# fsm_table_sequencer

**fsm_table_sequencer: clock network drawn from the DEF**

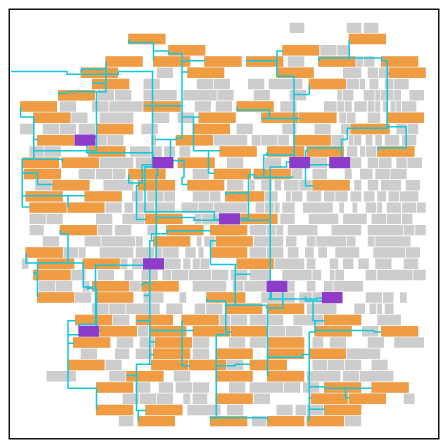

File: config.mk
export PLATFORM = sky130hd
export DESIGN_NAME = fsm_table_sequencer
export DESIGN_NICKNAME = d
export VERILOG_FILES = /design/src/rtl/fsm_seq_pkg.sv /design/src/rtl/fsm_table_ram.sv /design/src/rtl/fsm_table_sequencer.sv
export SDC_FILE = /design/constraint.sdc
export NUM_CORES = 1
export LEC_CHECK = 0
export ABC_CLOCK_PERIOD_IN_PS = 2000
export CAP_MARGIN = 5
export CORE_MARGIN = 2
export CORE_UTILIZATION = 53
export CTS_CLUSTER_DIAMETER = 40
export DETAILED_ROUTE_END_ITERATION = 16
export MAX_ROUTING_LAYER = met4
export PLACE_DENSITY = 0.76
export SLEW_MARGIN = 20
export SYNTH_ARGS = -nofsm -noshare
export SYNTH_HDL_FRONTEND = slang
export SYNTH_SLANG_ARGS = --single-unit
File: constraint.sdc
create_clock -name clk -period 2 [get_ports clk]
set_input_delay 0.4 -clock clk [delete_from_list [all_inputs] [get_ports clk]]
set_output_delay 0.4 -clock clk [all_outputs]
set_load 0.005 [all_outputs]
File: src/rtl/fsm_seq_pkg.sv
// Shared encodings and sizes for the table-driven FSM sequencer.
package fsm_seq_pkg;

  localparam int ENTRY_W     = 6;
  localparam int ADDR_W      = 4;
  localparam int ST_W        = 3;
  localparam int NUM_ENTRIES = 16;

  typedef enum logic [1:0] {
    MODE_IDLE = 2'd0,
    MODE_RUN  = 2'd1,
    MODE_HALT = 2'd2
  } mode_e;

endpackage

File: src/rtl/fsm_table_ram.sv
// 16x6 transition table: one synchronous write port, one asynchronous read port,
// asynchronous active-low clear of every entry.
module fsm_table_ram
  import fsm_seq_pkg::*;
(
  input  logic               clk,
  input  logic               res,
  input  logic               we,
  input  logic [ADDR_W-1:0]  waddr,
  input  logic [ENTRY_W-1:0] wdata,
  input  logic [ADDR_W-1:0]  raddr,
  output logic [ENTRY_W-1:0] rdata
);

  logic [ENTRY_W-1:0] mem_r [NUM_ENTRIES];

  // Table storage: cleared on reset, written on accepted config beats
  always_ff @(posedge clk or negedge res) begin
    if (!res) begin
      for (int i = 0; i < NUM_ENTRIES; i++) begin
        mem_r[i] <= {ENTRY_W{1'b0}};
      end
    end else if (we) begin
      mem_r[waddr] <= wdata;
    end
  end

  assign rdata = mem_r[raddr];

endmodule

File: src/rtl/fsm_table_sequencer.sv
// Table-driven Mealy FSM engine with IDLE/RUN/HALT run controller.
// Optional feature macro: SINGLE_STEP_EN (adds the step port for HALT single-stepping).
module fsm_table_sequencer
  import fsm_seq_pkg::*;
#(
  parameter logic [ST_W-1:0] INIT_STATE = 3'd2,
  parameter int              STEP_W     = 8
)
(
  input  logic               clk,
  input  logic               res,
  input  logic               cfg_valid,
  output logic               cfg_ready,
  input  logic [ADDR_W-1:0]  cfg_addr,
  input  logic [ENTRY_W-1:0] cfg_data,
  input  logic               start,
  input  logic               stop,
  input  logic               a,
`ifdef SINGLE_STEP_EN
  input  logic               step,
`endif
  output logic [ST_W-1:0]    saida,
  output logic [ST_W-1:0]    state,
  output logic               running,
  output logic [STEP_W-1:0]  steps
);

  mode_e               mode_r, mode_s;
  logic [ST_W-1:0]     state_r, state_s;
  logic [STEP_W-1:0]   steps_r, steps_s, steps_inc_s;
  logic [ENTRY_W-1:0]  entry_s;
  logic                cfg_we_s;

  assign cfg_we_s = cfg_valid & cfg_ready;

  fsm_table_ram u_table (
    .clk   (clk),
    .res   (res),
    .we    (cfg_we_s),
    .waddr (cfg_addr),
    .wdata (cfg_data),
    .raddr ({a, state_r}),
    .rdata (entry_s)
  );

  // Saturating increment so a long run parks at all-ones instead of wrapping
  always_comb begin
    if (&steps_r) begin
      steps_inc_s = steps_r;
    end else begin
      steps_inc_s = steps_r + {{(STEP_W-1){1'b0}}, 1'b1};
    end
  end

  // Mode/state/step next-value logic; stop has priority over start everywhere
  always_comb begin
    mode_s  = mode_r;
    state_s = state_r;
    steps_s = steps_r;
    case (mode_r)
      MODE_IDLE: begin
        if (stop) begin
          mode_s = MODE_IDLE;
        end else if (start) begin
          mode_s  = MODE_RUN;
          state_s = INIT_STATE;
          steps_s = {STEP_W{1'b0}};
        end else begin
          mode_s = MODE_IDLE;
        end
      end
      MODE_RUN: begin
        if (stop) begin
          mode_s = MODE_HALT;
        end else begin
          state_s = entry_s[5:3];
          steps_s = steps_inc_s;
        end
      end
      MODE_HALT: begin
        if (stop) begin
          mode_s = MODE_IDLE;
        end else if (start) begin
          mode_s = MODE_RUN;
`ifdef SINGLE_STEP_EN
        end else if (step) begin
          state_s = entry_s[5:3];
          steps_s = steps_inc_s;
`endif
        end else begin
          mode_s = MODE_HALT;
        end
      end
      default: begin
        mode_s = MODE_IDLE;
      end
    endcase
  end

  // Engine registers
  always_ff @(posedge clk or negedge res) begin
    if (!res) begin
      mode_r  <= MODE_IDLE;
      state_r <= {ST_W{1'b0}};
      steps_r <= {STEP_W{1'b0}};
    end else begin
      mode_r  <= mode_s;
      state_r <= state_s;
      steps_r <= steps_s;
    end
  end

  // Mealy output is blanked while idle so a stale state never leaks out
  always_comb begin
    if (mode_r == MODE_IDLE) begin
      saida = {ST_W{1'b0}};
    end else begin
      saida = entry_s[2:0];
    end
  end

  assign cfg_ready = (mode_r != MODE_RUN);
  assign running   = (mode_r == MODE_RUN);
  assign state     = state_r;
  assign steps     = steps_r;

endmodule

# iic_bit_driver

[src/rtl/iic_bit_driver.sv]
// Bit-level IIC master line driver: runs one START/STOP/WRITE/READ bit as four
// quarter-period phases on open-drain enables, with clock stretching and arbitration.
`ifndef GCLK_FREQ
`define GCLK_FREQ 50000000
`endif

module iic_bit_driver #(
   parameter int CLK_FREQ = `GCLK_FREQ,
   parameter int SCL_FREQ = 100000
) (
   input  logic       CLK,
   input  logic       RSTn,
   input  logic       Cmd_Valid,
   output logic       Cmd_Ready,
   input  logic [1:0] Cmd,
   input  logic       Tx_Bit,
   output logic       Rx_Bit,
   output logic       Done,
   output logic       Arb_Lost,
   input  logic       SCL_In,
   input  logic       SDA_In,
   output logic       SCL_Oe,
   output logic       SDA_Oe
);

   // QUARTER must be at least 2 so that the phase counter has a distinct last cycle.
   localparam int QUARTER = CLK_FREQ / (4 * SCL_FREQ);
   localparam int CNT_W   = (QUARTER > 2) ? $clog2(QUARTER) : 1;
   localparam logic [CNT_W-1:0] CNT_LAST = CNT_W'(QUARTER - 1);

   typedef enum logic [2:0] {IDLE, PH_A, PH_B, PH_C, PH_D} state_t;
   typedef enum logic [1:0] {CMD_START, CMD_STOP, CMD_WRITE, CMD_READ} cmd_t;

   state_t           state_q, state_d;
   logic [CNT_W-1:0] cnt_q, cnt_d;
   cmd_t             cmd_q, cmd_d;
   logic             tx_q, tx_d;
   logic             scl_oe_q, scl_oe_d;
   logic             sda_oe_q, sda_oe_d;
   logic             ready_q, ready_d;
   logic             done_q, done_d;
   logic             rx_q, rx_d;
   logic             arb_q, arb_d;

   logic             stall;
   logic             last;
   state_t           next_ph;

   // Returns {scl_oe, sda_oe} to drive while in phase ph of command c.
   function automatic logic [1:0] phase_oe(input cmd_t c, input logic tx, input state_t ph);
      logic scl;
      logic sda;
      scl = (ph == PH_A) || (ph == PH_D);
      sda = 1'b0;
      case (c)
         CMD_START: sda = (ph == PH_C) || (ph == PH_D);
         CMD_STOP: begin
            scl = (ph == PH_A);
            sda = (ph == PH_A) || (ph == PH_B);
         end
         CMD_WRITE: sda = ~tx;
         default:   sda = 1'b0;
      endcase
      return {scl, sda};
   endfunction

   always_comb begin
      state_d  = state_q;
      cnt_d    = cnt_q;
      cmd_d    = cmd_q;
      tx_d     = tx_q;
      scl_oe_d = scl_oe_q;
      sda_oe_d = sda_oe_q;
      ready_d  = ready_q;
      done_d   = 1'b0;
      rx_d     = rx_q;
      arb_d    = arb_q;

      last  = (cnt_q == CNT_LAST);
      stall = (state_q == PH_B) && (cnt_q == '0) && !SCL_In;

      case (state_q)
         PH_A:    next_ph = PH_B;
         PH_B:    next_ph = PH_C;
         PH_C:    next_ph = PH_D;
         default: next_ph = IDLE;
      endcase

      if (state_q == IDLE) begin
         if (Cmd_Valid) begin
            cmd_d   = cmd_t'(Cmd);
            tx_d    = Tx_Bit;
            arb_d   = 1'b0;
            ready_d = 1'b0;
            cnt_d   = '0;
            state_d = PH_A;
            {scl_oe_d, sda_oe_d} = phase_oe(cmd_t'(Cmd), Tx_Bit, PH_A);
         end
      end else if (!stall) begin
         if (!last) begin
            cnt_d = cnt_q + CNT_W'(1);
         end else begin
            cnt_d   = '0;
            state_d = next_ph;
            if (next_ph == IDLE) begin
               done_d  = 1'b1;
               ready_d = 1'b1;
            end else begin
               {scl_oe_d, sda_oe_d} = phase_oe(cmd_q, tx_q, next_ph);
            end
            // A released SDA seen low while SCL is high means another master won.
            if ((cmd_q == CMD_WRITE) && tx_q && !SDA_In &&
                ((state_q == PH_B) || (state_q == PH_C)))
               arb_d = 1'b1;
            if ((cmd_q == CMD_READ) && (state_q == PH_C))
               rx_d = SDA_In;
         end
      end
   end

   always_ff @(posedge CLK or negedge RSTn) begin
      if (!RSTn) begin
         state_q  <= IDLE;
         cnt_q    <= '0;
         cmd_q    <= CMD_START;
         tx_q     <= 1'b0;
         scl_oe_q <= 1'b0;
         sda_oe_q <= 1'b0;
         ready_q  <= 1'b1;
         done_q   <= 1'b0;
         rx_q     <= 1'b0;
         arb_q    <= 1'b0;
      end else begin
         state_q  <= state_d;
         cnt_q    <= cnt_d;
         cmd_q    <= cmd_d;
         tx_q     <= tx_d;
         scl_oe_q <= scl_oe_d;
         sda_oe_q <= sda_oe_d;
         ready_q  <= ready_d;
         done_q   <= done_d;
         rx_q     <= rx_d;
         arb_q    <= arb_d;
      end
   end

   assign Cmd_Ready = ready_q;
   assign Done      = done_q;
   assign Rx_Bit    = rx_q;
   assign Arb_Lost  = arb_q;
   assign SCL_Oe    = scl_oe_q;
   assign SDA_Oe    = sda_oe_q;

endmodule
[config.mk]
export PLATFORM = sky130hd
export DESIGN_NAME = iic_bit_driver
export DESIGN_NICKNAME = d
export VERILOG_FILES = /design/src/rtl/iic_bit_driver.sv
export SDC_FILE = /design/constraint.sdc
export NUM_CORES = 1
export LEC_CHECK = 0
export CAP_MARGIN = 20
export CORE_ASPECT_RATIO = 1.1
export CORE_MARGIN = 2
export CORE_UTILIZATION = 48
export CTS_CLUSTER_SIZE = 12
export DETAILED_ROUTE_END_ITERATION = 6
export GPL_TIMING_DRIVEN = 0
export PLACE_DENSITY = 0.73
export SLEW_MARGIN = 40
export SYNTH_ARGS = -nofsm -noshare
export SYNTH_HDL_FRONTEND = slang
export SYNTH_SLANG_ARGS = --single-unit
[constraint.sdc]
create_clock -name CLK -period 1.58 [get_ports CLK]
set_input_delay 0.237 -clock CLK [delete_from_list [all_inputs] [get_ports CLK]]
set_output_delay 0.237 -clock CLK [all_outputs]
set_load 0.005 [all_outputs]
# li_rr_merge

### config.mk
export PLATFORM = sky130hd
export DESIGN_NAME = li_rr_merge
export DESIGN_NICKNAME = d
export VERILOG_FILES = /design/src/rtl/li_rr_merge.sv
export SDC_FILE = /design/constraint.sdc
export NUM_CORES = 1
export LEC_CHECK = 0
export ABC_CLOCK_PERIOD_IN_PS = 1350
export CORE_MARGIN = 5
export CORE_UTILIZATION = 34
export CTS_CLUSTER_DIAMETER = 30
export DETAILED_ROUTE_END_ITERATION = 8
export GPL_ROUTABILITY_DRIVEN = 0
export PLACE_DENSITY_LB_ADDON = 0.15
export SETUP_SLACK_MARGIN = 0.15
export SYNTH_ARGS = -nofsm -noshare
export SYNTH_HDL_FRONTEND = slang
export SYNTH_SLANG_ARGS = --single-unit
### constraint.sdc
create_clock -name clk -period 1.35 [get_ports clk]
set_input_delay 0.135 -clock clk [delete_from_list [all_inputs] [get_ports clk]]
set_output_delay 0.135 -clock clk [all_outputs]
set_load 0.05 [all_outputs]
### src/rtl/li_rr_merge.sv
`default_nettype none
// +--------------------------------------------------------------------------+
// | Module   : li_rr_merge                                                   |
// | Brief    : N-to-1 latency-insensitive round-robin merge. One registered  |
// |            output slot with valid/backpressure handshakes on both sides. |
// |            It sustains one token per cycle when q_bp stays low.          |
// | Option   : RR_MERGE_LOCK_EN adds d_last and packet locking. A granted    |
// |            channel keeps the slot until it sends its last token.         |
// | Revision : 1.0 - initial release                                         |
// +--------------------------------------------------------------------------+
module li_rr_merge #(
  parameter int Width     = 8,
  parameter int NumInputs = 2,
  parameter int SelWidth  = 1
) (
  input  logic                        clk,
  input  logic                        reset,
  input  logic [NumInputs*Width-1:0]  d,
  input  logic [NumInputs-1:0]        d_valid,
`ifdef RR_MERGE_LOCK_EN
  input  logic [NumInputs-1:0]        d_last,
`endif
  output logic [NumInputs-1:0]        d_bp,
  output logic [Width-1:0]            q,
  output logic [SelWidth-1:0]         q_src,
  output logic                        q_valid,
  input  logic                        q_bp
);

  localparam int unsigned c_num_u = NumInputs;

  // Output slot and priority pointer
  logic [Width-1:0]     q_q,     q_d;
  logic [SelWidth-1:0]  src_q,   src_d;
  logic                 valid_q, valid_d;
  logic [SelWidth-1:0]  ptr_q,   ptr_d;

  // Handshake and grant signals
  logic                 load;
  logic [NumInputs-1:0] elig;
  logic [NumInputs-1:0] rot;
  logic                 gnt_any;
  logic [SelWidth-1:0]  gnt_idx;
  logic [NumInputs-1:0] gnt_oh;
  logic [Width-1:0]     gnt_data;
  logic                 gnt_last;

  // Adds an offset to a channel index and wraps it modulo NumInputs
  function automatic logic [SelWidth-1:0] wrap_add(
    input logic [SelWidth-1:0] base,
    input int unsigned         off
  );
    int unsigned s;
    s = {{(32-SelWidth){1'b0}}, base} + off;
    if (s >= c_num_u) begin
      s = s - c_num_u;
    end
    return s[SelWidth-1:0];
  endfunction

  // The slot can take a token when it is empty or drains this cycle
  assign load = ~valid_q | ~q_bp;

`ifdef RR_MERGE_LOCK_EN
  typedef enum logic [0:0] {
    LK_OPEN = 1'b0,
    LK_HELD = 1'b1
  } lock_state_e;

  lock_state_e         lock_q,    lock_d;
  logic [SelWidth-1:0] lock_ch_q, lock_ch_d;

  // While a packet is open, only the owning channel may compete
  always_comb begin
    elig = d_valid;
    if (lock_q == LK_HELD) begin
      for (int i = 0; i < NumInputs; i++) begin
        if (lock_ch_q != SelWidth'(i)) begin
          elig[i] = 1'b0;
        end
      end
    end
  end

  // The winner's end-of-packet marker decides whether the lock closes
  always_comb begin
    gnt_last = |(d_last & gnt_oh);
  end

  // The lock opens on a non-last accept and closes on the last accept
  always_comb begin
    lock_d    = lock_q;
    lock_ch_d = lock_ch_q;
    if (load && gnt_any) begin
      if (gnt_last) begin
        lock_d = LK_OPEN;
      end else begin
        lock_d    = LK_HELD;
        lock_ch_d = gnt_idx;
      end
    end
  end

  // Lock state register; reset drops any open packet
  always_ff @(posedge clk) begin
    if (reset) begin
      lock_q    <= LK_OPEN;
      lock_ch_q <= '0;
    end else begin
      lock_q    <= lock_d;
      lock_ch_q <= lock_ch_d;
    end
  end
`else
  // Without packet locking every valid channel competes, and each token closes its own packet
  assign elig     = d_valid;
  assign gnt_last = 1'b1;
`endif

  // Rotate eligible requests so the pointer channel is at bit 0, then take the first set bit
  always_comb begin
    rot     = NumInputs'({elig, elig} >> ptr_q);
    gnt_any = 1'b0;
    gnt_idx = '0;
    // Scan downwards, so the lowest rotated position (closest to ptr) is written last and wins
    for (int k = NumInputs - 1; k >= 0; k--) begin
      if (rot[k]) begin
        gnt_any = 1'b1;
        gnt_idx = wrap_add(ptr_q, unsigned'(k));
      end
    end
  end

  // Decode the winner into a one-hot vector and select its data
  always_comb begin
    gnt_oh   = '0;
    gnt_data = '0;
    for (int i = 0; i < NumInputs; i++) begin
      if (gnt_any && (gnt_idx == SelWidth'(i))) begin
        gnt_oh[i] = 1'b1;
        gnt_data  = d[i*Width +: Width];
      end
    end
  end

  // Only the winner is released, and only when the slot can load; reset holds off everyone
  assign d_bp = ~(gnt_oh & {NumInputs{load & ~reset}});

  // Slot and pointer next state
  always_comb begin
    q_d     = q_q;
    src_d   = src_q;
    valid_d = valid_q;
    ptr_d   = ptr_q;
    if (load) begin
      if (gnt_any) begin
        q_d     = gnt_data;
        src_d   = gnt_idx;
        valid_d = 1'b1;
        // The pointer moves only when a packet completes
        if (gnt_last) begin
          ptr_d = wrap_add(gnt_idx, 32'd1);
        end
      end else begin
        valid_d = 1'b0;
      end
    end
  end

  // Slot and pointer registers; reset discards any token in flight
  always_ff @(posedge clk) begin
    if (reset) begin
      q_q     <= '0;
      src_q   <= '0;
      valid_q <= 1'b0;
      ptr_q   <= '0;
    end else begin
      q_q     <= q_d;
      src_q   <= src_d;
      valid_q <= valid_d;
      ptr_q   <= ptr_d;
    end
  end

  assign q       = q_q;
  assign q_src   = src_q;
  assign q_valid = valid_q;

endmodule
`default_nettype wire

**fsm_table_sequencer: clock routing**

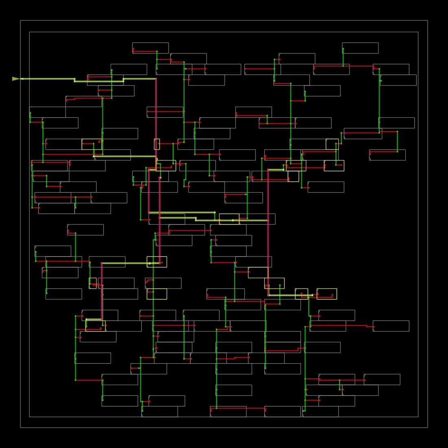
clk ins delay skew pair: 0.37 ns
number of flip-flops and latches: 109

## Picture notes: 'clock network drawn from the DEF' of fsm_table_sequencer
[cyan] clock wires | length: 1160 um
[orange] flip-flops | count: 109
[purple] clock drivers | count: 9
routed clock nets	10
clock power share: 19.9%
clk pwr: 1260 uW
clock skew: 0.00888 ns

==> metrics.cfg, fsm_table_sequencer <==
[outcome]
outcome=complete, but fails checks
violations=setup timing

[global_route]
grt_max_degree=41
grt_usage_pct=24.3
antenna_found_initial=0

[cts]
cts_max_path_buffers=2
cts_tree=built
clk_pin_slew_ns=0.10
numCtsBuffers=9
cts_resized=31

[logic_synthesis]
ys_sh_xor_pct=0
synth.most_common_cell=dfrtp_1
synthMuxAreaShare_pct=32.0
synth-main-ff-cell=dfrtp_1
synth-compound-area-share_pct=4.64

[sta]
fin_ws_ns=-0.482
setup_viol=3
holdWs_ns=0.0158

[drt]
drc=0
vias_per_cell=5.91

[die]
dieArea_mm2=0.0107
pin_count=32
die_h_um=104
fp_util_pct=54.3

[power]
power.density_mw_per_mm2=977
combinationalPowerShare_pct=31.9
pg_seq_uw=3050
irDropWorstVdd_mv=0.636
p_leak_uw=0.00283

[setup_path]
cp_num_buf_inv=2
slowest_delay_ns=0.51
r2r-end=state[2]
cp_data_arrival_time_ns=2.08

[layout]
antennaDiodeCount=0
seq_share_pct=42.2
fin_area_mm2=0.00648
layout-drive-gt1-share_pct=50.7
buffer_area_share_pct=14.2
largestClassByArea=registers
sh_comb_area_pct=37.9
area_growth_pct=23.2

[run]
warning_count=28

[fsm_table_sequencer: routing by layer]
layer  track usage (%)  part of all wire, %
met2              38.2                   50
met3              5.66                  4.5
met1              31.6                   44
met5                 -                    0
met4              8.20                  2.1
[fsm_table_sequencer: through the flow]
stage	setup TNS (ns)	worst slack (ns)
2_1_floorplan	0	0.0731
6_report	-1.39	-0.482
3_5_place_dp	-10.56	-0.458
3_3_place_gp	-7.78	-0.416
5_1_grt	-1.67	-0.567
4_1_cts	-1.40	-0.450
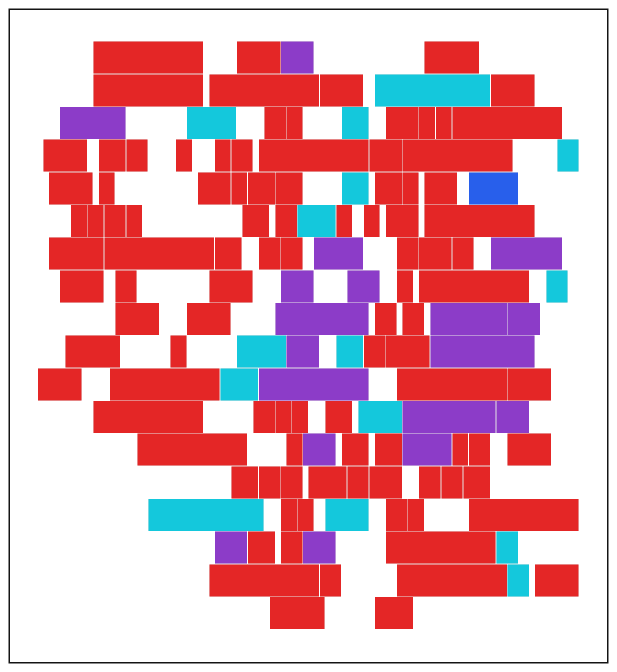
**Above:** iic_bit_driver (drive-strength map).
color	size	cells	most used
cyan	_2 cells	15	buf_2
blue	_6 and larger	1	buf_6
red	_0 and _1 cells	101	dfrtp_1
purple	_3 and _4 cells	18	buf_4
Non-clk bufs: 24
fin area: 0.00139 mm2
Layout area overhead: 25.9%

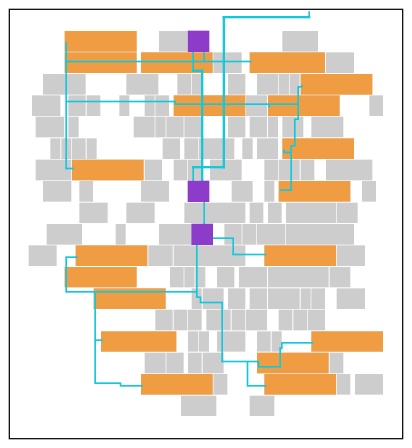
**Above:** iic_bit_driver (clock network drawn from the DEF).
[cyan] clock wires | length: 244 um
[orange] flip-flops | count: 19
[purple] clock drivers | count: 3
routed clock nets	4
clock power share: 16.3%
clk ins delay skew pair: 0.29 ns
clock skew: 0.00200 ns

==> metrics.cfg, iic_bit_driver <==
[outcome]
outcome=completed

[logic_synthesis]
avgSynthCellArea_um2=9.94
ys_top_logic_family=simple AND/OR/NAND/NOR gates

[die]
fp_util_pct=50.0

[sta]
finalCriticalPeriod_ns=1.48
slew_violations=0
tns_ns=0
fin_ws_ns=0.101

[setup_path]
r2r-end=cnt_q[1]
worst-path-stages=5
reg2reg_depth=5
critPathSlowestCell=dfrtp_2

[power]
powerClk_uw=245
pg_seq_uw=708
total_power_uw=1500

[layout]
clock_area_share_pct=1.89
largest_reg_flops=7

[placement]
place_area_mm2=0.00127

[drt]
dr.pass1.iters=4
met2_length_um=1150
wl_per_cell_um=13.8

[global_route]
use_met3_pct=1.64

## iic_bit_driver: cell usage after synthesis, types with 3 or more instances
cell type | n | area, um2
inv_1 | 9 | 33.8
nand2_1 | 9 | 33.8
nand2b_1 | 3 | 18.8
dfrtp_1 | 18 | 450
o31ai_1 | 3 | 22.5
nand3_1 | 7 | 35.0
ha_1 | 4 | 50.1
a21oi_1 | 10 | 50.1
o21ai_0 | 6 | 30.0
nor2_1 | 4 | 15.0
buf_2 | 3 | 15.0
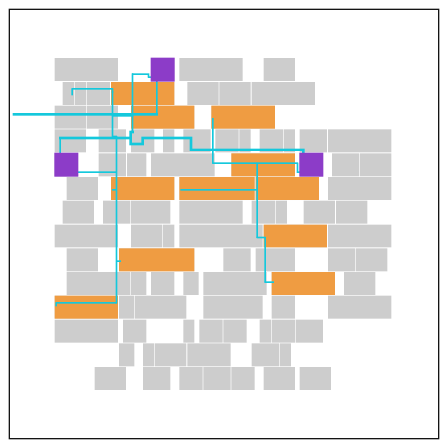
**Above:** li_rr_merge (clock network drawn from the DEF).
[orange] flip-flops | count: 11
[cyan] clock wires | length: 156 um
[purple] clock drivers | count: 3
routed clock nets	4
clock skew: 0.00299 ns
clock power share: 21.7%
clk ins delay skew pair: 0.27 ns
clk pwr: 228 uW

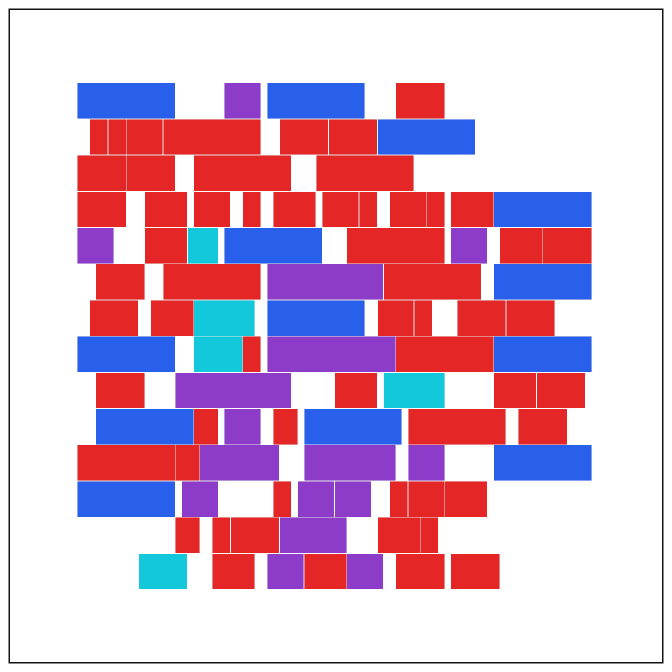
**Above:** li_rr_merge (drive-strength map).
color	size	cells	most used
cyan	_2 cells	5	a211oi_2
red	_0 and _1 cells	59	clkdlybuf4s50_1
blue	_6 and larger	13	buf_12
purple	_3 and _4 cells	16	buf_4
Final WS setup: 0.164 ns
Non-clk bufs: 40

==> metrics.cfg, li_rr_merge <==
[outcome]
outcome=completed

[cts]
cts.sinks=11
cts_max_path_buffers=2
ctsHoldBuffers=0

[global_route]
grt_max_degree=17
gr-total-overflow=0
antenna_found_initial=0
grt_usage_pct=15.3

[logic_synthesis]
ys_cells=53
synth-compound-area-share_pct=41.4
ys_warn_count=0
yosys_area_um2=517
synthSimpleGateAreaFrac_pct=11.1
fp_nets=74
yosys.area.top_type_share_pct=42.6
synthTopCellsByArea=dfxtp_1, a32oi_1, a211oi_1, nor2_1, a2bb2oi_4

[sta]
slew_violations=0
setup_viol=0
final.period_utilization_pct=87.8

[layout]
final_cell_mix=clkdlybuf4s50_1, buf_12, nor2_1, dfxtp_1, a32oi_1
comb_area_um2=308
area_growth_pct=111

[setup_path]
worstPathMaxFanout=2
cp_data_arrival_time_ns=1.05
reg2reg_depth=5
r2r-end=q[2]
cp-end-kind=output port
worst-path-stages=3

[power]
p_leak_uw=0.000426
power.density_mw_per_mm2=963
intPower_uw=696

[die]
coreArea_mm2=0.00147
dieArea_mm2=0.00240

[run]
drv_cap=0

[placement]
place_inst=102

[drt]
drc=0
met2_length_um=873

[worst_hold_path]
hold_path_class=in -> reg

## li_rr_merge: final cells by class
type                       instances  area share, %
clock buffer                       4           2.41
multi-input combinational         38           28.2
sequential                        11           20.9
tap                               16           1.83
timing repair buffer              40           46.7
## li_rr_merge: synth_stat cells (all sizes together)
cell and instances:
nand2 2, buf 3, a2bb2oi 1, clkbuf 1, a211oi 8, nand3 2
nor2 9, a32oi 8, a21bo 1, nand2b 1, a21oi 4, a311oi 1
a21boi 1, dfxtp 11
## li_rr_merge: metal layers
layer,vias up,GRT usage [%]
met2,30,25.4
met1,280,15.4
met3,4,9.48
li1,288,-
met5,-,0
met4,0,5.83

==> notes/layouts.md <==
Pictures saved along the way, in no particular order.

Cells colored by class.
Plate I
The bar under the picture is 10 um long.
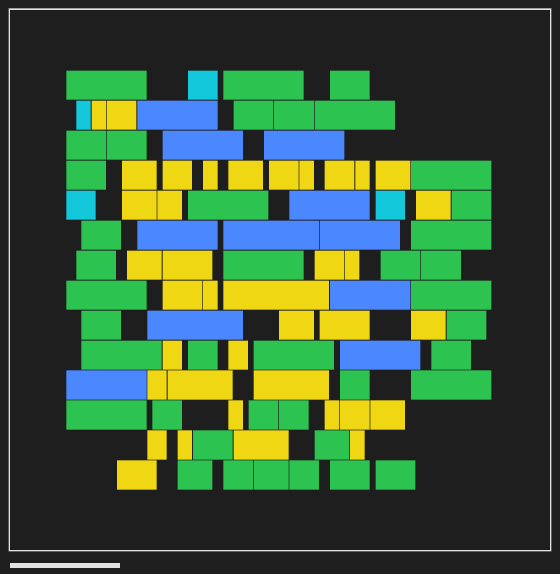
Plate II
The bar under the picture is 20 um long.
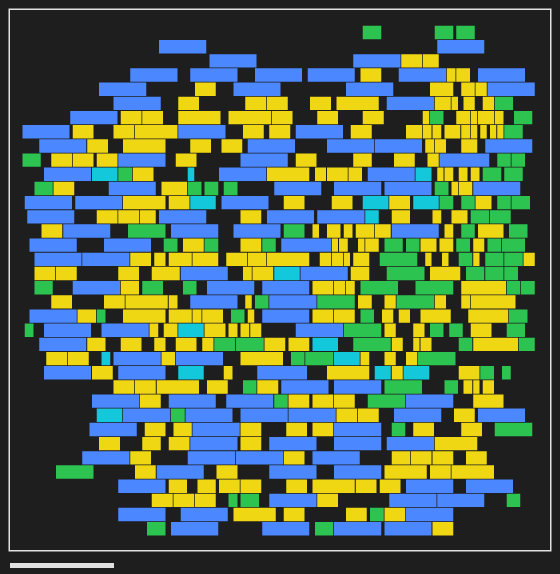
Plate III
The bar under the picture is 10 um long.
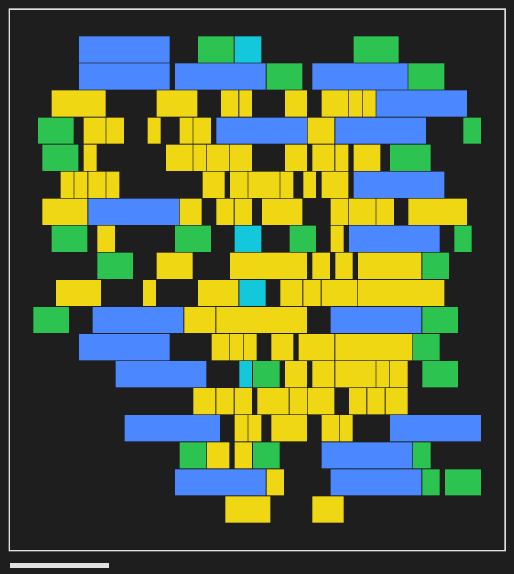
Plate I: li_rr_merge
Plate II: fsm_table_sequencer
Plate III: iic_bit_driver
- fewest cells: Plate I
- most sequential cells: Plate II

Key to Plate III:
color	class	cells
yellow	combinational and other logic	88
cyan	clock drivers and dummy loads	4
blue	flops	19
green	other buffers and delay cells	24



==> notes/layouts.md <==
Pictures saved along the way, in no particular order.

The metal 1 layer.
Supply wires on this layer in gray. Cells faint in the background.
(a)
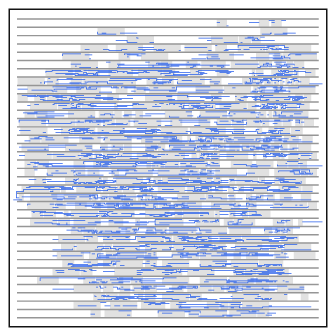
(b)
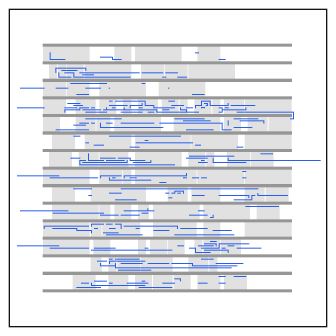
(c)
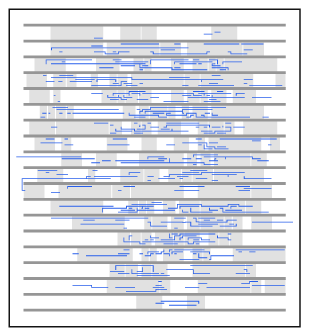
For iic_bit_driver, see (c).
For li_rr_merge, see (b).
For fsm_table_sequencer, see (a).

Power is estimated from default activity; no workload was simulated.
